=== block 1 ===
Block 1, clock routing:
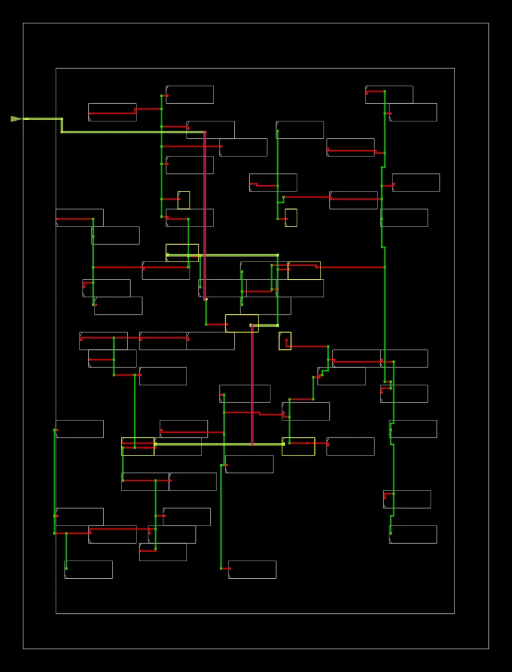

[src/rtl/fetch_stage_pkg.sv]
// Shared constants, fetch state encoding and decode helper for the WISC-F24 fetch stage.
// Optional perf counters in fetch_stage are enabled with `FETCH_PERF_CNT_EN.
package fetch_stage_pkg;

    localparam int          DEF_DATA_W     = 16;
    localparam int          DEF_CNT_W      = 16;
    localparam logic [15:0] DEF_RESET_PC   = 16'h0000;
    localparam logic [3:0]  DEF_HLT_OPCODE = 4'hF;
    localparam logic [15:0] NOP_INSTR      = 16'h0000;

    typedef enum logic [1:0] {
        RUN       = 2'd0,
        HALT_PEND = 2'd1,
        HALTED    = 2'd2
    } fetch_state_t;

    function automatic logic [3:0] op_of(input logic [15:0] instr);
        return instr[15:12];
    endfunction

endpackage

[src/rtl/fetch_stage_if.sv]
// Fetch-stage bundle: hazard/branch controls in, imem port, IF/ID register and halt status out.
interface fetch_stage_if
    import fetch_stage_pkg::*;
#(
    parameter int DATA_W = DEF_DATA_W
);
    logic              pc_wen;
    logic              if_id_wen;
    logic              branch_taken;
    logic [DATA_W-1:0] branch_target;
    logic [DATA_W-1:0] imem_addr;
    logic [DATA_W-1:0] imem_data;
    logic [DATA_W-1:0] if_id_instr;
    logic [DATA_W-1:0] if_id_pc_plus2;
    logic              if_id_valid;
    logic              fetch_halted;

    modport master (
        input  pc_wen, if_id_wen, branch_taken, branch_target, imem_data,
        output imem_addr, if_id_instr, if_id_pc_plus2, if_id_valid, fetch_halted
    );

    modport slave (
        output pc_wen, if_id_wen, branch_taken, branch_target, imem_data,
        input  imem_addr, if_id_instr, if_id_pc_plus2, if_id_valid, fetch_halted
    );
endinterface

[src/rtl/fetch_stage_pc_reg.sv]
// Program counter register: synchronous active-high reset to RESET_PC, load on wen.
module pc_reg #(
    parameter int                DATA_W   = 16,
    parameter logic [DATA_W-1:0] RESET_PC = '0
) (
    input  logic              clk,
    input  logic              rst,
    input  logic              wen,
    input  logic [DATA_W-1:0] d,
    output logic [DATA_W-1:0] q
);
    always_ff @(posedge clk) begin
        if (rst)      q <= RESET_PC;
        else if (wen) q <= d;
    end
endmodule

[src/rtl/fetch_stage.sv]
// WISC-F24 IF stage: PC, next-PC select, IF/ID register and HLT sequencing.
// `FETCH_PERF_CNT_EN adds saturating stall_cnt / flush_cnt outputs.
//
//  state     | meaning
//  RUN       | normal fetch; stalls, redirects and HLT detection active
//  HALT_PEND | HLT sits in IF/ID, PC frozen until IF/ID advances
//  HALTED    | HLT has left IF/ID, fetch idle until reset
module fetch_stage
    import fetch_stage_pkg::*;
#(
    parameter int                DATA_W     = DEF_DATA_W,
    parameter logic [DATA_W-1:0] RESET_PC   = DATA_W'(DEF_RESET_PC),
    parameter logic [3:0]        HLT_OPCODE = DEF_HLT_OPCODE
`ifdef FETCH_PERF_CNT_EN
    , parameter int              CNT_W      = DEF_CNT_W
`endif
) (
    input  logic              clk,
    input  logic              rst,
    fetch_stage_if.master     bus
`ifdef FETCH_PERF_CNT_EN
    , output logic [CNT_W-1:0] stall_cnt
    , output logic [CNT_W-1:0] flush_cnt
`endif
);
    fetch_state_t      state_q, state_d;
    logic [DATA_W-1:0] pc, pc_d, pc_plus2;
    logic              pc_we;
    logic              fetch_hlt;

    logic              ifid_load;
    logic [DATA_W-1:0] instr_d, pc2_d;
    logic              valid_d;
    logic [DATA_W-1:0] instr_q, pc2_q;
    logic              valid_q;

    assign pc_plus2  = pc + DATA_W'(2);
    assign fetch_hlt = (op_of(bus.imem_data[15:0]) == HLT_OPCODE);

    pc_reg #(
        .DATA_W   (DATA_W),
        .RESET_PC (RESET_PC)
    ) u_pc_reg (
        .clk (clk),
        .rst (rst),
        .wen (pc_we),
        .d   (pc_d),
        .q   (pc)
    );

    always_ff @(posedge clk) begin
        if (rst) state_q <= RUN;
        else     state_q <= state_d;
    end

    // A squashed (redirected) or stalled word never starts a halt.
    always_comb begin
        state_d = state_q;
        unique case (state_q)
            RUN:       if (bus.if_id_wen && !bus.branch_taken && fetch_hlt) state_d = HALT_PEND;
            HALT_PEND: if (bus.if_id_wen) state_d = HALTED;
            HALTED:    state_d = HALTED;
            default:   state_d = RUN;
        endcase
    end

    always_comb begin
        pc_we     = 1'b0;
        pc_d      = pc_plus2;
        ifid_load = 1'b0;
        instr_d   = DATA_W'(NOP_INSTR);
        pc2_d     = '0;
        valid_d   = 1'b0;
        unique case (state_q)
            RUN: begin
                if (!bus.if_id_wen) begin
                    pc_we = bus.pc_wen;
                end else if (bus.branch_taken) begin
                    pc_we     = 1'b1;
                    pc_d      = bus.branch_target;
                    ifid_load = 1'b1;
                end else begin
                    pc_we     = bus.pc_wen && !fetch_hlt;
                    ifid_load = 1'b1;
                    instr_d   = bus.imem_data;
                    pc2_d     = pc_plus2;
                    valid_d   = 1'b1;
                end
            end
            HALT_PEND: ifid_load = bus.if_id_wen;
            default:   ifid_load = 1'b0;
        endcase
    end

    always_ff @(posedge clk) begin
        if (rst) begin
            instr_q <= DATA_W'(NOP_INSTR);
            pc2_q   <= '0;
            valid_q <= 1'b0;
        end else if (ifid_load) begin
            instr_q <= instr_d;
            pc2_q   <= pc2_d;
            valid_q <= valid_d;
        end
    end

    assign bus.imem_addr      = pc;
    assign bus.if_id_instr    = instr_q;
    assign bus.if_id_pc_plus2 = pc2_q;
    assign bus.if_id_valid    = valid_q;
    assign bus.fetch_halted   = (state_q == HALTED);

`ifdef FETCH_PERF_CNT_EN
    logic stall_evt, flush_evt;
    assign stall_evt = (state_q == RUN) && !bus.if_id_wen;
    assign flush_evt = (state_q == RUN) && bus.if_id_wen && bus.branch_taken;

    always_ff @(posedge clk) begin
        if (rst) begin
            stall_cnt <= '0;
            flush_cnt <= '0;
        end else begin
            if (stall_evt && (stall_cnt != '1)) stall_cnt <= stall_cnt + CNT_W'(1);
            if (flush_evt && (flush_cnt != '1)) flush_cnt <= flush_cnt + CNT_W'(1);
        end
    end
`endif

endmodule

[src/flat_wrapper.sv]
// flat-port wrapper written by rule: the top's interface ports become plain ports
module fetch_stage_flat import fetch_stage_pkg::*;
#(
    parameter int                DATA_W     = DEF_DATA_W,
    parameter logic [DATA_W-1:0] RESET_PC   = DATA_W'(DEF_RESET_PC),
    parameter logic [3:0]        HLT_OPCODE = DEF_HLT_OPCODE

)
  (clk, rst, bus_pc_wen, bus_if_id_wen, bus_branch_taken, bus_branch_target, bus_imem_data, bus_imem_addr, bus_if_id_instr, bus_if_id_pc_plus2, bus_if_id_valid, bus_fetch_halted);
  fetch_stage_if #(.DATA_W(DATA_W)) bus_i ();
  input  logic clk;
  input  logic rst;
  input wire logic [$bits(bus_i.pc_wen)-1:0] bus_pc_wen;
  input wire logic [$bits(bus_i.if_id_wen)-1:0] bus_if_id_wen;
  input wire logic [$bits(bus_i.branch_taken)-1:0] bus_branch_taken;
  input wire logic [$bits(bus_i.branch_target)-1:0] bus_branch_target;
  input wire logic [$bits(bus_i.imem_data)-1:0] bus_imem_data;
  output wire logic [$bits(bus_i.imem_addr)-1:0] bus_imem_addr;
  output wire logic [$bits(bus_i.if_id_instr)-1:0] bus_if_id_instr;
  output wire logic [$bits(bus_i.if_id_pc_plus2)-1:0] bus_if_id_pc_plus2;
  output wire logic [$bits(bus_i.if_id_valid)-1:0] bus_if_id_valid;
  output wire logic [$bits(bus_i.fetch_halted)-1:0] bus_fetch_halted;
  assign bus_i.pc_wen = bus_pc_wen;
  assign bus_i.if_id_wen = bus_if_id_wen;
  assign bus_i.branch_taken = bus_branch_taken;
  assign bus_i.branch_target = bus_branch_target;
  assign bus_i.imem_data = bus_imem_data;
  assign bus_imem_addr = bus_i.imem_addr;
  assign bus_if_id_instr = bus_i.if_id_instr;
  assign bus_if_id_pc_plus2 = bus_i.if_id_pc_plus2;
  assign bus_if_id_valid = bus_i.if_id_valid;
  assign bus_fetch_halted = bus_i.fetch_halted;
  fetch_stage #(.DATA_W(DATA_W), .RESET_PC(RESET_PC), .HLT_OPCODE(HLT_OPCODE)) u_core (.clk(clk), .rst(rst), .bus(bus_i));
endmodule
[config.mk]
export PLATFORM = sky130hd
export DESIGN_NAME = fetch_stage_flat
export DESIGN_NICKNAME = d
export VERILOG_FILES = /design/src/rtl/fetch_stage_pkg.sv /design/src/rtl/fetch_stage_if.sv /design/src/rtl/fetch_stage_pc_reg.sv /design/src/rtl/fetch_stage.sv /design/src/flat_wrapper.sv
export SDC_FILE = /design/constraint.sdc
export NUM_CORES = 1
export LEC_CHECK = 0
export CAP_MARGIN = 0
export CORE_ASPECT_RATIO = 1.4
export CORE_MARGIN = 5
export CORE_UTILIZATION = 44
export CTS_CLUSTER_SIZE = 25
export DETAILED_ROUTE_END_ITERATION = 8
export HOLD_SLACK_MARGIN = 0.12
export PLACE_DENSITY = 0.81
export SYNTH_ARGS = -nofsm -noshare
export SYNTH_HDL_FRONTEND = slang
export SYNTH_SLANG_ARGS = --single-unit
[constraint.sdc]
create_clock -name clk -period 2 [get_ports clk]
set_input_delay 0.3 -clock clk [delete_from_list [all_inputs] [get_ports clk]]
set_output_delay 0.3 -clock clk [all_outputs]
set_load 0.05 [all_outputs]
=== block 2 ===
`config.mk`:
```
export PLATFORM = sky130hd
export DESIGN_NAME = somador_c2_seq_flat
export DESIGN_NICKNAME = d
export VERILOG_FILES = /design/src/rtl/somador_c2_seq_if.sv /design/src/rtl/somador_c2_seq.sv /design/src/flat_wrapper.sv
export SDC_FILE = /design/constraint.sdc
export NUM_CORES = 1
export LEC_CHECK = 0
export CAP_MARGIN = 20
export CORE_MARGIN = 2
export CORE_UTILIZATION = 40
export CTS_BUF_LIST = sky130_fd_sc_hd__clkbuf_8
export DETAILED_ROUTE_END_ITERATION = 8
export GPL_TIMING_DRIVEN = 1
export PLACE_DENSITY = 0.69
export SLEW_MARGIN = 20
export SYNTH_ARGS = -nofsm -noshare
export SYNTH_HDL_FRONTEND = slang
export SYNTH_SLANG_ARGS = --single-unit
```
`constraint.sdc`:
```
create_clock -name clk -period 2 [get_ports clk]
set_clock_uncertainty 0.1 [all_clocks]
set_input_delay 0.4 -clock clk [delete_from_list [all_inputs] [get_ports clk]]
set_output_delay 0.4 -clock clk [all_outputs]
set_load 0.05 [all_outputs]
```
`src/rtl/somador_c2_seq_if.sv`:
```
// somador_c2_seq_if: request/result bundle for the bit-serial two's-complement
// adder/subtractor.
//   start, sub, a, b : request from the master (sampled by the slave with start)
//   busy, done       : operation status from the slave
//   s, mag, neg, ovf : registered result from the slave
interface somador_c2_seq_if #(
   parameter int WIDTH = 6
);
   logic             start;
   logic             sub;
   logic [WIDTH-1:0] a;
   logic [WIDTH-1:0] b;
   logic             busy;
   logic             done;
   logic [WIDTH-1:0] s;
   logic [WIDTH-1:0] mag;
   logic             neg;
   logic             ovf;

   modport master (
      output start, sub, a, b,
      input  busy, done, s, mag, neg, ovf
   );

   modport slave (
      input  start, sub, a, b,
      output busy, done, s, mag, neg, ovf
   );
endinterface

```
`src/rtl/somador_c2_seq.sv`:
```
// somador_c2_seq: bit-serial two's-complement adder/subtractor, one result bit
// per clock (LSB first), followed by a magnitude/sign/overflow stage and a
// one-cycle done pulse.
//   clk  : clock, rising edge
//   rst  : asynchronous, active-high reset
//   bus  : somador_c2_seq_if.slave (start/sub/a/b in; busy/done/s/mag/neg/ovf out)
// Build option: define SOMADOR_C2_SAT_EN to saturate s on signed overflow
// (ovf still reads 1); otherwise s wraps modulo 2^WIDTH.
//
// state | meaning
// IDLE  | waiting for start; also retires busy/done after a finished operation
// ADD   | resolves sum bit cnt with one full adder and the carry flop
// MAG   | registers s, mag, neg, ovf from the finished sum
// DONE  | raises done for one cycle, then back to IDLE
module somador_c2_seq #(
   parameter int WIDTH = 6
) (
   input  logic              clk,
   input  logic              rst,
   somador_c2_seq_if.slave   bus
);
   localparam int CW = $clog2(WIDTH);
   localparam logic [CW-1:0] LAST = CW'(WIDTH - 1);

   typedef enum logic [1:0] {IDLE, ADD, MAG, DONE} state_t;

   state_t           state;
   logic [WIDTH-1:0] a_r;
   logic [WIDTH-1:0] b_r;
   logic [WIDTH-1:0] sum_r;
   logic             carry;
   logic             c_msb;
   logic [CW-1:0]    cnt;
   logic [WIDTH-1:0] s_r;
   logic [WIDTH-1:0] mag_r;
   logic             neg_r;
   logic             ovf_r;
   logic             busy_r;
   logic             done_r;

   logic             sum_bit;
   logic             cout;
   logic             ovf_c;
   logic [WIDTH-1:0] s_fin;
   logic [WIDTH-1:0] mag_c;

   always_comb begin
      sum_bit = a_r[cnt] ^ b_r[cnt] ^ carry;
      cout    = (a_r[cnt] & b_r[cnt]) | (carry & (a_r[cnt] ^ b_r[cnt]));
      // In MAG, carry holds the carry out of the MSB and c_msb the carry into it.
      ovf_c   = c_msb ^ carry;
      s_fin   = sum_r;
`ifdef SOMADOR_C2_SAT_EN
      // Both (possibly inverted) operands non-negative means positive overflow.
      if (ovf_c) begin
         if (!a_r[WIDTH-1] && !b_r[WIDTH-1])
            s_fin = {1'b0, {(WIDTH-1){1'b1}}};
         else
            s_fin = {1'b1, {(WIDTH-1){1'b0}}};
      end
`endif
      // Truncation makes the most negative value map to 2^(WIDTH-1) unsigned.
      mag_c = s_fin[WIDTH-1] ? (~s_fin + {{(WIDTH-1){1'b0}}, 1'b1}) : s_fin;
   end

   always_ff @(posedge clk or posedge rst) begin
      if (rst) begin
         state  <= IDLE;
         a_r    <= '0;
         b_r    <= '0;
         sum_r  <= '0;
         carry  <= 1'b0;
         c_msb  <= 1'b0;
         cnt    <= '0;
         s_r    <= '0;
         mag_r  <= '0;
         neg_r  <= 1'b0;
         ovf_r  <= 1'b0;
         busy_r <= 1'b0;
         done_r <= 1'b0;
      end else begin
         case (state)
            IDLE: begin
               // busy still high here means the done pulse is showing;
               // start is ignored for that one cycle.
               if (busy_r) begin
                  busy_r <= 1'b0;
                  done_r <= 1'b0;
               end else if (bus.start) begin
                  a_r    <= bus.a;
                  b_r    <= bus.b ^ {WIDTH{bus.sub}};
                  carry  <= bus.sub;
                  cnt    <= '0;
                  busy_r <= 1'b1;
                  state  <= ADD;
               end
            end
            ADD: begin
               sum_r[cnt] <= sum_bit;
               carry      <= cout;
               if (cnt == LAST) begin
                  c_msb <= carry;
                  state <= MAG;
               end else begin
                  cnt <= cnt + CW'(1);
               end
            end
            MAG: begin
               s_r   <= s_fin;
               mag_r <= mag_c;
               neg_r <= s_fin[WIDTH-1];
               ovf_r <= ovf_c;
               state <= DONE;
            end
            DONE: begin
               done_r <= 1'b1;
               state  <= IDLE;
            end
            default: state <= IDLE;
         endcase
      end
   end

   assign bus.busy = busy_r;
   assign bus.done = done_r;
   assign bus.s    = s_r;
   assign bus.mag  = mag_r;
   assign bus.neg  = neg_r;
   assign bus.ovf  = ovf_r;
endmodule

```
`src/flat_wrapper.sv`:
```
// flat-port wrapper written by rule: the top's interface ports become plain ports
module somador_c2_seq_flat 
#(
   parameter int WIDTH = 6
)
  (clk, rst, bus_start, bus_sub, bus_a, bus_b, bus_busy, bus_done, bus_s, bus_mag, bus_neg, bus_ovf);
  somador_c2_seq_if #(.WIDTH(WIDTH)) bus_i ();
  input  logic clk;
  input  logic rst;
  input wire logic [$bits(bus_i.start)-1:0] bus_start;
  input wire logic [$bits(bus_i.sub)-1:0] bus_sub;
  input wire logic [$bits(bus_i.a)-1:0] bus_a;
  input wire logic [$bits(bus_i.b)-1:0] bus_b;
  output wire logic [$bits(bus_i.busy)-1:0] bus_busy;
  output wire logic [$bits(bus_i.done)-1:0] bus_done;
  output wire logic [$bits(bus_i.s)-1:0] bus_s;
  output wire logic [$bits(bus_i.mag)-1:0] bus_mag;
  output wire logic [$bits(bus_i.neg)-1:0] bus_neg;
  output wire logic [$bits(bus_i.ovf)-1:0] bus_ovf;
  assign bus_i.start = bus_start;
  assign bus_i.sub = bus_sub;
  assign bus_i.a = bus_a;
  assign bus_i.b = bus_b;
  assign bus_busy = bus_i.busy;
  assign bus_done = bus_i.done;
  assign bus_s = bus_i.s;
  assign bus_mag = bus_i.mag;
  assign bus_neg = bus_i.neg;
  assign bus_ovf = bus_i.ovf;
  somador_c2_seq #(.WIDTH(WIDTH)) u_core (.clk(clk), .rst(rst), .bus(bus_i));
endmodule
```
=== block 3 ===
===== src/rtl/pipe_stage_skid.sv =====
// Pipeline stage register with valid/ready handshake, two-entry skid buffer,
// synchronous flush and a saturating downstream-stall counter.
module pipe_stage_skid #(
  parameter int                  DATA_W    = 64,
  parameter logic [DATA_W-1:0]   RESET_VAL = {DATA_W{1'b0}},
  parameter int                  CNT_W     = 16
) (
  input  logic              clk,
  input  logic              reset,
  input  logic              flush,
  input  logic              in_valid,
  output logic              in_ready,
  input  logic [DATA_W-1:0] in_data,
  output logic              out_valid,
  input  logic              out_ready,
  output logic [DATA_W-1:0] out_data,
  output logic [1:0]        occupancy,
  input  logic              cnt_clr,
  output logic [CNT_W-1:0]  stall_cnt
);

  typedef enum logic [1:0] {
    EMPTY = 2'd0,
    MAIN  = 2'd1,
    SKID  = 2'd2
  } state_t;

  localparam logic [CNT_W-1:0] CNT_MAX = {CNT_W{1'b1}};
  localparam logic [CNT_W-1:0] CNT_ONE = {{(CNT_W-1){1'b0}}, 1'b1};

  state_t            state;
  logic [DATA_W-1:0] main_q;
  logic [DATA_W-1:0] skid_q;
  logic              in_xfer;
  logic              out_xfer;

  // Handshake outputs decode from state only, so out_ready never reaches in_ready.
  assign out_valid = (state != EMPTY);
  assign in_ready  = (state != SKID);
  assign occupancy = state;
  assign out_data  = main_q;
  assign in_xfer   = in_valid & in_ready;
  assign out_xfer  = out_valid & out_ready;

  always_ff @(posedge clk or negedge reset) begin
    if (!reset) begin
      state  <= EMPTY;
      main_q <= RESET_VAL;
      skid_q <= RESET_VAL;
    end else if (flush) begin
      state  <= EMPTY;
      main_q <= RESET_VAL;
      skid_q <= RESET_VAL;
    end else begin
      case (state)
        EMPTY: begin
          if (in_xfer) begin
            state  <= MAIN;
            main_q <= in_data;
          end
        end
        MAIN: begin
          if (in_xfer && out_xfer) begin
            main_q <= in_data;
          end else if (in_xfer) begin
            state  <= SKID;
            skid_q <= in_data;
          end else if (out_xfer) begin
            state  <= EMPTY;
            main_q <= RESET_VAL;
          end
        end
        SKID: begin
          // in_ready is low here, so only the drain path exists.
          if (out_xfer) begin
            state  <= MAIN;
            main_q <= skid_q;
            skid_q <= RESET_VAL;
          end
        end
        default: begin
          state  <= EMPTY;
          main_q <= RESET_VAL;
          skid_q <= RESET_VAL;
        end
      endcase
    end
  end

  always_ff @(posedge clk or negedge reset) begin
    if (!reset)
      stall_cnt <= '0;
    else if (cnt_clr)
      stall_cnt <= '0;
    else if (out_valid && !out_ready && stall_cnt != CNT_MAX)
      stall_cnt <= stall_cnt + CNT_ONE;
  end

endmodule


===== config.mk =====
export PLATFORM = sky130hd
export DESIGN_NAME = pipe_stage_skid
export DESIGN_NICKNAME = d
export VERILOG_FILES = /design/src/rtl/pipe_stage_skid.sv
export SDC_FILE = /design/constraint.sdc
export NUM_CORES = 1
export LEC_CHECK = 0
export CORE_UTILIZATION = 40
export CTS_CLUSTER_SIZE = 10
export DETAILED_ROUTE_END_ITERATION = 6
export GPL_TIMING_DRIVEN = 0
export PLACE_DENSITY = 0.73
export SYNTH_ARGS = -nofsm -noshare
export SYNTH_HDL_FRONTEND = slang
export SYNTH_SLANG_ARGS = --single-unit

===== constraint.sdc =====
create_clock -name clk -period 4.65 [get_ports clk]
set_input_delay 0.6975 -clock clk [delete_from_list [all_inputs] [get_ports clk]]
set_output_delay 0.6975 -clock clk [all_outputs]
set_load 0.1 [all_outputs]

=== block 4 ===
[src/rtl/latch_phase_gen.sv]
// rtl/latch_phase_gen.sv - two-phase non-overlapping latch enable generator
// Optional completed-cycle counter on CYC_CNT under macro LATCH_PHASE_GEN_CYCCNT_EN.
module latch_phase_gen #(
    parameter int ACT_CYC  = 4,
    parameter int DEAD_CYC = 1,
    parameter int CNT_W    = 16
) (
    input  logic             CLK,
    input  logic             nRST,
    input  logic             RUN,
    input  logic             STEP,
    output logic             PH1,
    output logic             nPH1,
    output logic             PH2,
    output logic             nPH2,
    output logic             IDLE,
`ifdef LATCH_PHASE_GEN_CYCCNT_EN
    output logic [CNT_W-1:0] CYC_CNT,
`endif
    output logic             DONE
);

    localparam int MAX_CYC = (ACT_CYC > DEAD_CYC) ? ACT_CYC : DEAD_CYC;
    localparam int DW      = $clog2(MAX_CYC) + 1;
    localparam logic [DW-1:0] ACT_LD  = DW'(ACT_CYC - 1);
    localparam logic [DW-1:0] DEAD_LD = DW'(DEAD_CYC - 1);

    generate
        if (ACT_CYC < 1 || DEAD_CYC < 1) begin : g_param_err
            $error("latch_phase_gen: ACT_CYC and DEAD_CYC must both be >= 1");
        end
    endgenerate

    typedef enum logic [4:0] {
        S_IDLE = 5'b00001,
        S_P1   = 5'b00010,
        S_D1   = 5'b00100,
        S_P2   = 5'b01000,
        S_D2   = 5'b10000
    } state_t;

    state_t          state_q, state_d;
    logic [DW-1:0]   dur_q, dur_d;
    logic            done_q, done_d;
    logic            ph1_q, nph1_q, ph2_q, nph2_q;
    logic            cyc_inc;

    always_comb begin
        state_d = state_q;
        dur_d   = dur_q - DW'(1);
        done_d  = 1'b0;
        cyc_inc = 1'b0;
        case (state_q)
            S_IDLE: begin
                dur_d = '0;
                if (RUN || STEP) begin
                    state_d = S_P1;
                    dur_d   = ACT_LD;
                end
            end
            S_P1: if (dur_q == '0) begin
                state_d = S_D1;
                dur_d   = DEAD_LD;
            end
            S_D1: if (dur_q == '0) begin
                state_d = S_P2;
                dur_d   = ACT_LD;
            end
            S_P2: if (dur_q == '0) begin
                state_d = S_D2;
                dur_d   = DEAD_LD;
                cyc_inc = 1'b1;
            end
            S_D2: if (dur_q == '0) begin
                // STEP is deliberately not looked at here: only RUN chains cycles
                if (RUN) begin
                    state_d = S_P1;
                    dur_d   = ACT_LD;
                end else begin
                    state_d = S_IDLE;
                    dur_d   = '0;
                    done_d  = 1'b1;
                end
            end
            default: begin
                state_d = S_IDLE;
                dur_d   = '0;
            end
        endcase
    end

    // Phase outputs and their complements are each their own flop, all fed from state_d
    always_ff @(posedge CLK) begin
        if (!nRST) begin
            state_q <= S_IDLE;
            dur_q   <= '0;
            done_q  <= 1'b0;
            ph1_q   <= 1'b0;
            nph1_q  <= 1'b1;
            ph2_q   <= 1'b0;
            nph2_q  <= 1'b1;
        end else begin
            state_q <= state_d;
            dur_q   <= dur_d;
            done_q  <= done_d;
            ph1_q   <= (state_d == S_P1);
            nph1_q  <= (state_d != S_P1);
            ph2_q   <= (state_d == S_P2);
            nph2_q  <= (state_d != S_P2);
        end
    end

`ifdef LATCH_PHASE_GEN_CYCCNT_EN
    logic [CNT_W-1:0] cnt_q;

    always_ff @(posedge CLK) begin
        if (!nRST) begin
            cnt_q <= '0;
        end else if (cyc_inc) begin
            cnt_q <= cnt_q + CNT_W'(1);
        end
    end

    assign CYC_CNT = cnt_q;
`endif

    assign PH1  = ph1_q;
    assign nPH1 = nph1_q;
    assign PH2  = ph2_q;
    assign nPH2 = nph2_q;
    assign IDLE = state_q[0];
    assign DONE = done_q;

endmodule

[config.mk]
export PLATFORM = sky130hd
export DESIGN_NAME = latch_phase_gen
export DESIGN_NICKNAME = d
export VERILOG_FILES = /design/src/rtl/latch_phase_gen.sv
export SDC_FILE = /design/constraint.sdc
export NUM_CORES = 1
export LEC_CHECK = 0
export ABC_CLOCK_PERIOD_IN_PS = 1900
export CORE_MARGIN = 5
export CORE_UTILIZATION = 46
export DETAILED_ROUTE_END_ITERATION = 8
export GPL_ROUTABILITY_DRIVEN = 0
export PLACE_DENSITY = 0.76
export SYNTH_ARGS = -nofsm -noshare
export SYNTH_HDL_FRONTEND = slang
export SYNTH_SLANG_ARGS = --single-unit
[constraint.sdc]
create_clock -name CLK -period 1.9 [get_ports CLK]
set_clock_uncertainty 0.2 [all_clocks]
set_input_delay 0.57 -clock CLK [delete_from_list [all_inputs] [get_ports CLK]]
set_output_delay 0.57 -clock CLK [all_outputs]
set_load 0.01 [all_outputs]
Block 2, placement by cell class:
The bar under the picture is 20 um long. Fill, decap, tap and diode cells in gray.
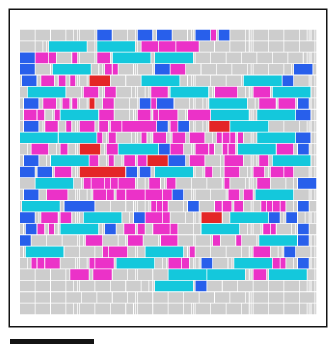
magenta -> remaining logic cells  # cells 134, share of their area 40%
cyan -> sequential cells  # cells 39, share of their area 39%
blue -> remaining buffers and delay cells  # cells 47, share of their area 17%
red -> clock drivers and dummy loads  # cells 7, share of their area 4.1%
Site Rows: 25
total non-filler cell area in the finished layout: 2580 um^2
CORE AREA: 4820 um^2
Seq area share: 0.379

==> results_dict.tcl, block 2 <==
# flow metrics
set metrics [dict create \
    final_critical_path_setup_slack_ns -0.0866 \
    tap-cell-count 67 \
    worst-setup-path-type "reg -> reg" \
    max_slew.worst_pin.slew_ns 0.494 \
    fin_crit_ns 2.09 \
    critPathArrivalTime_ns 2.17 \
    simple_gate_area_frac 0.122 \
    failed_checks "negative setup slack" \
    number_of_nets_with_antenna_violations_after_routing 0 \
    dieHeight_um 75.3 \
    leakage_nw 1.16 \
    route.detailed.drc 0 \
    grt_pass1_vias 1382 \
    highest_routing_layer_actually_used "met4" \
    mi_logic_area_um2 951 \
    whs_path_depth 2 \
    timing.final.setup_violations 6 \
    power.total_mw 4.52 \
    synthTopLogicFamily "AND-OR/OR-AND gates" \
    globalRouteOverflowTotal 0 \
    finalWirelength_mm 3.81 \
    combinational_power_mw 2.43 \
    synth_adder_area_share 0.0529 \
    floorplan.nets 211 \
    ys_sh_mux 0.118 \
    worst_hold_launch "u_core.b_r[2]" \
    area_growth_syn_to_layout_pct 26.8 \
    met3_wirelength_um 148 \
    finalNetCount 251 \
    drt-pass1-iter-count 4 \
    max-cap-violations 0 \
    outcome "finished, violations left" \
    comb_total_area 0.368 \
]
-- block 2: stage by stage --
| step | cell area [um^2] | hold slack (ns) |
|---|---|---|
| after floorplan | 2040 | 0.349 |
| after global placement | 2430 | 0.366 |
| after detailed placement | 2430 | 0.371 |
| after CTS | 2570 | 0.390 |
| after global routing | 2580 | 0.417 |
| final | 2580 | 0.384 |
-- block 2: timing repair --
action / 4_1_cts / 5_1_grt
setup buffers: 3 / 0
endpoints found under the hold margin: 0 / 0
pin swaps: 1 / 3
endpoints found under the setup margin: 7 / 8
gates resized: 7 / 7
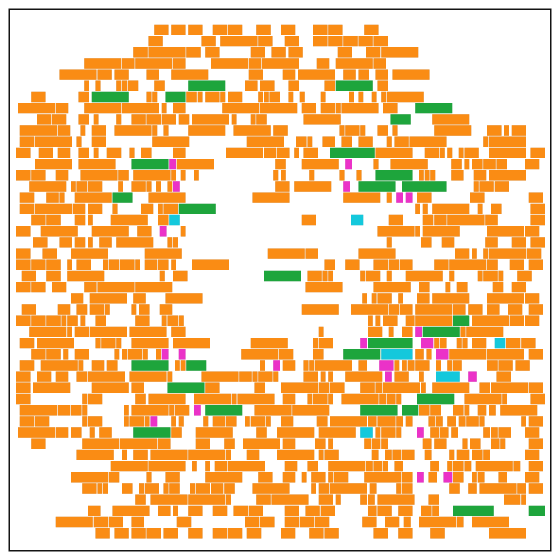
Block 3: drive-strength map
orange -> x1 and smaller  # cells 747, share 93%, most used clkdlybuf4s50_1
magenta -> x2  # cells 22, share 2.7%, most used buf_2
green -> x6 and larger  # cells 28, share 3.5%, most used clkbuf_16
cyan -> x3 and x4  # cells 6, share 0.75%, most used clkinv_4
buffers outside the clock class: 200
Worst Slack Setup Final: 1.67 ns
Area Growth Syn to Fin: 36.4%
total non-filler cell area in the finished layout: 9130 um^2

==> results_dict.tcl, block 3 <==
# flow metrics
set metrics [dict create \
    post-cts-setup-buffer-count 0 \
    placed_cells_incl_taps 987 \
    global_route.usage.met2 0.316 \
    yosys-top-cells-area "sky130_fd_sc_hd__dfrtp_1, sky130_fd_sc_hd__mux2i_1, sky130_fd_sc_hd__o2bb2ai_1" \
    clkSlewWorstSetupHoldPaths_ns 0.06 \
    largest_net_degree_at_the_start_of_global_routing 99 \
    seq_cells 146 \
    vias 5348 \
    dieHeight_um 131 \
    top_usage_layer "met2" \
    hold_ws_ns 0.211 \
    power_sequential_mw 1.39 \
    critical-path-max-stage-delay_ns 0.97 \
    clock_tree.buffer_depth 2 \
    leakage_nw 3.89 \
    dp_worst_setup_slack_ns 1.70 \
    num_antenna_cells 0 \
    multiInputCombCellCount 358 \
    synth_chip_area_um2 6690 \
    seq_area_frac 0.400 \
    min_period_over_period 0.641 \
    critical_path.endpoint "out_valid" \
    globalRouteOverflowTotal 0 \
    final_layout_top_logic_cells "sky130_fd_sc_hd__clkdlybuf4s50_1, sky130_fd_sc_hd__dfrtp_1, sky130_fd_sc_hd__nand2_1, sky130_fd_sc_hd__mux2i_1, sky130_fd_sc_hd__inv_1" \
    cts_root_buf "sky130_fd_sc_hd__clkbuf_16" \
    met3_wirelength_um 726 \
    m1WireLength_mm 8.10 \
    fin_skew_ns 0.00594 \
    largest_area_cell "sky130_fd_sc_hd__dfrtp_1" \
    yosysTopAreaCellShare 0.546 \
    critical_path.startpoint_type "flip-flop" \
    clkSinkCount 146 \
    outcome "finished, final reports clean" \
    powerClk_mw 1.43 \
    synth_cell_type_count 42 \
    max_freq_ghz 0.336 \
    tap-cell-count 216 \
    dominantRegCellSynth "sky130_fd_sc_hd__dfrtp_1" \
]
block 3: registers in the layout (all words and copies together), names as in the netlist:
name / cells
occupancy: 2
out_data: 64
stall_cnt: 16
skid_q: 64
block 3: logic make-up after synthesis:
group / Yosys count
and+or+nand+nor: 126
buffers and inverters: 114
muxes: 69
adders and majority gates: 1
DFF: 146
AOI/OAI and AO/OA: 162
block 3: worst max-delay path: cells and delay by family (launching register included):
kind,cells,cell delay (ns)
buffers and inverters,2,1.13
flip-flops,1,0.41
AND/OR/NAND/NOR,1,0.32
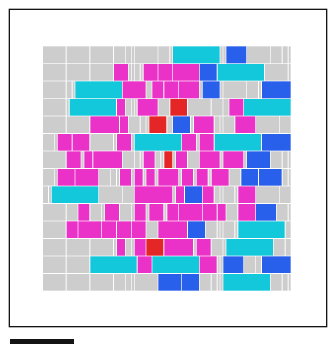
Block 4: placement by cell class
The bar under the picture is 10 um long. Fill, decap, tap and diode cells in gray.
magenta -> remaining logic cells  # cells 61, share of their area 50%
red -> clock drivers and dummy loads  # cells 4, share of their area 3.1%
cyan -> sequential cells  # cells 13, share of their area 30%
blue -> remaining buffers and delay cells  # cells 16, share of their area 17%
final standard cell utilization of the core: 0.598
Site Rows: 14
Seq area share: 0.296

==> results_dict.tcl, block 4 <==
# flow metrics
set metrics [dict create \
    yosysWarnings 0 \
    simple_gate_area_frac 0.350 \
    fp-utilization 0.479 \
    cp.required_ns 1.86 \
    largest_area_cell "sky130_fd_sc_hd__dfxtp_1" \
    dominantRegCellSynth "sky130_fd_sc_hd__dfxtp_1" \
    cts_root_buf "sky130_fd_sc_hd__clkbuf_4" \
    swShare 0.335 \
    ff_latch_area_um2 260 \
    max-cap-violations 0 \
    combinational_power_mw 0.281 \
    clkbuf_count 4 \
    layout.non_clock_buffers 16 \
    design.portCount 10 \
    critical_path.startpoint_type "flip-flop" \
    synth_area_um2 704 \
    critical_path.endpoint "nPH2" \
    global_route.usage.met2 0.210 \
    n_fill_cell 133 \
    power_density_normalized_to_cell_area_nw_per_um2 874 \
    vias 629 \
    fp.dieArea_um2 2410 \
    post-cts-setup-buffer-count 0 \
    number_of_nets_with_antenna_violations_after_routing 0 \
    route.detailed.vias_per_inst 5.72 \
    power_report.internal_total_mw 0.511 \
    outcome "finished, final reports clean" \
    m1WireLength_um 749 \
    yosys-top-cells-area "sky130_fd_sc_hd__dfxtp_1, sky130_fd_sc_hd__nor2b_1, sky130_fd_sc_hd__ha_1" \
    worst-setup-path-type "reg -> reg" \
    log.warning_count 27 \
    ys_sh_mux 0.0284 \
    clkSlewWorstSetupHoldPaths_ns 0.08 \
    tritoncts_clock_tree "built" \
    hold_viol_final 0 \
]
block 4: cells by family (layout without fill, tap and decap cells):
kind of cell,Yosys count,in the layout
flip-flops,13,13
adder cells (fa/ha/maj),2,2
XOR/XNOR,1,1
AND-OR/OR-AND,17,17
multiplexers,2,2
AND/OR/NAND/NOR,37,37
buffers and inverters,6,22
block 4: metrics by stage:
step | utilization | area [um^2]
floorplan | - | 704
global placement | 0.577 | 850
detailed placement | 0.577 | 850
CTS | 0.593 | 872
global route | 0.598 | 880
finish | 0.598 | 880
block 4: repair_timing:
item,4_1_cts,5_1_grt
cloned,0,0
gates resized,3,3
setup endpoints to repair,3,3
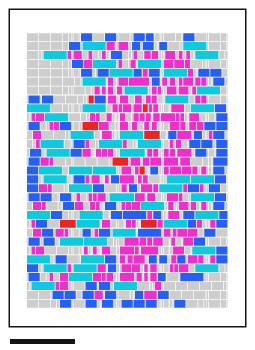
Block 1: placement by cell class
The bar under the picture is 20 um long. Fill, decap, tap and diode cells in gray.
blue -> remaining buffers and delay cells  # cells 104, share of their area 30%
cyan -> sequential cells  # cells 51, share of their area 30%
magenta -> remaining logic cells  # cells 204, share of their area 37%
red -> clock drivers and dummy loads  # cells 8, share of their area 2.5%
Site Rows: 31
total non-filler cell area in the finished layout: 3480 um^2

About 'clock routing' of block 1:
number of buffers inserted during clock tree synthesis: 5
power in the clock group: 0.586 mW
clock sink count: 51
clk latency late pin: 0.31 ns

==> results_dict.tcl, block 1 <==
# flow metrics
set metrics [dict create \
    grt_setup_unrepaired "false" \
    power.clock.fraction 0.269 \
    hold_viol_final 0 \
    area_growth_syn_to_layout_pct 47.1 \
    vias 2371 \
    critical-path-max-stage-delay_ns 0.86 \
    outcome "finished, final reports clean" \
    pwr-share-seq 0.501 \
    grtUsageMet3 0.0519 \
    dieHeight_um 96.7 \
    asyncSetResetFlopFracSynth 0 \
    crit_path_end_kind "output pin" \
    clock_tree.buffer_depth 2 \
    max_freq_ghz 0.516 \
    fp.dieArea_um2 6960 \
    peakVddDrop_mv 0.522 \
    simple_gate_area_frac 0.207 \
    drt_iter0_markers 166 \
    clkbuf_count 5 \
]
[block 1: worst max-delay path by stage]
stage                               startpoint                     to  slack [ns]
after global routing      u_core.u_pc_reg.q[2]  u_core.u_pc_reg.q[15]        0.02
after global placement    u_core.u_pc_reg.q[2]  u_core.u_pc_reg.q[15]        0.06
after floorplan           u_core.u_pc_reg.q[5]  u_core.u_pc_reg.q[13]        0.01
after CTS                 u_core.u_pc_reg.q[4]       bus_imem_addr[4]        0.02
after detailed placement  u_core.u_pc_reg.q[2]  u_core.u_pc_reg.q[15]        0.06
final                     u_core.u_pc_reg.q[9]       bus_imem_addr[9]        0.06

## Gallery

Met2 routing.
Plate I
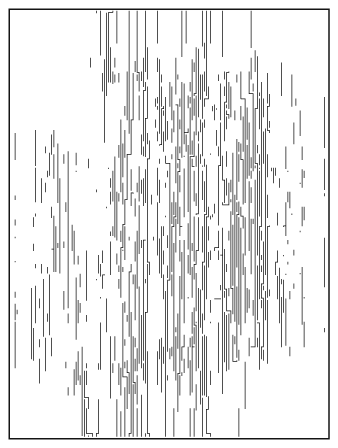
Plate II
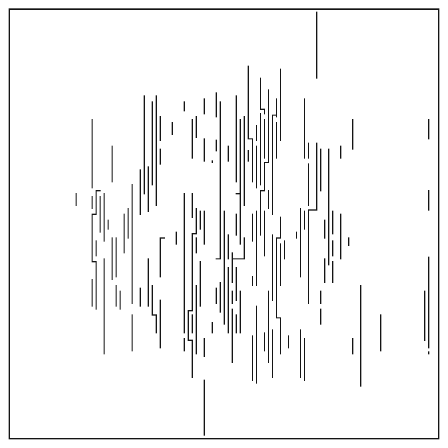
Plate III
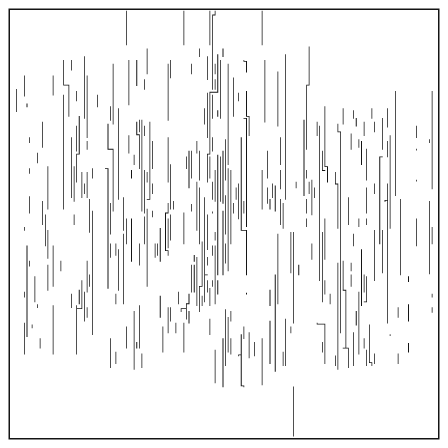
Plate IV
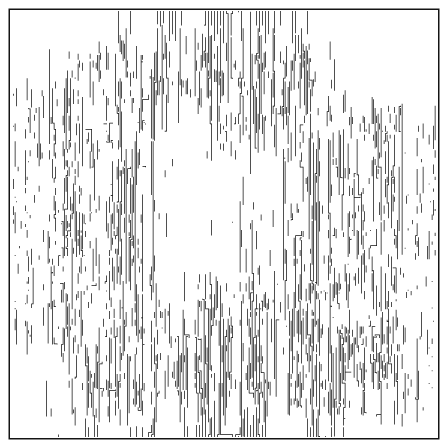
| from | picture |
|---|---|
| block 2 | Plate III |
| block 4 | Plate II |
| block 1 | Plate I |
| block 3 | Plate IV |

Key to Plate IV:
main direction = vertical
share of all routed wire = 46%
nets with wire on the layer = 742
wire length on this layer = 7800 um
longest straight run = 49.6 um



==> gallery <==
Drive-strength map.
image #1
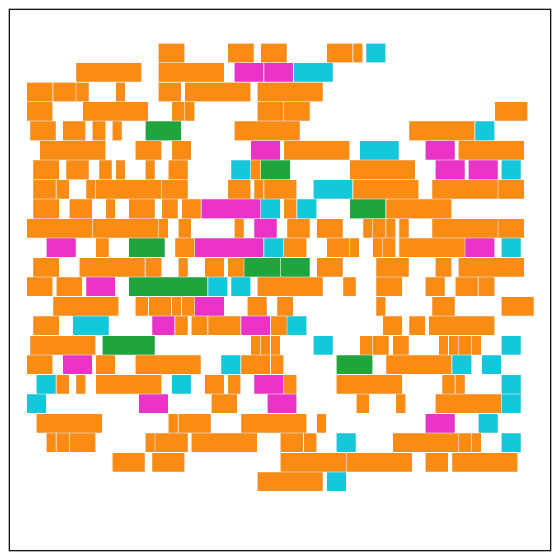
image #2
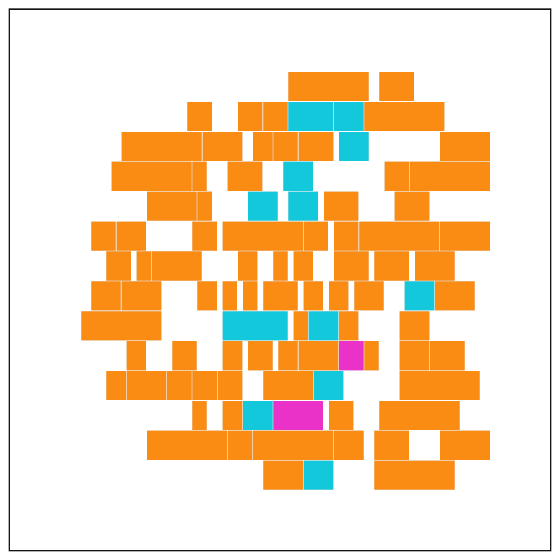
image #3
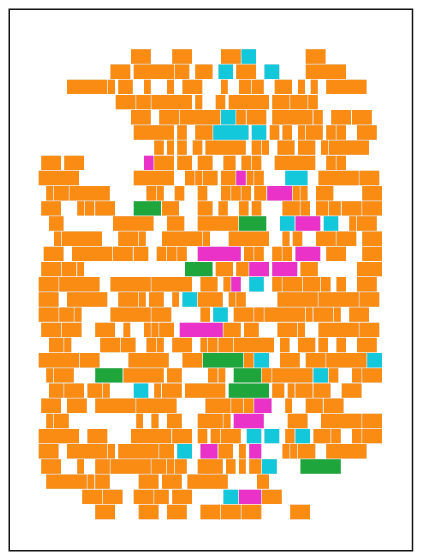
- block 2 = image #1
- block 1 = image #3
- block 4 = image #2
Of these, fewest cells: image #2
Of these, most cells: image #3

Power is estimated from default activity; no workload was simulated.
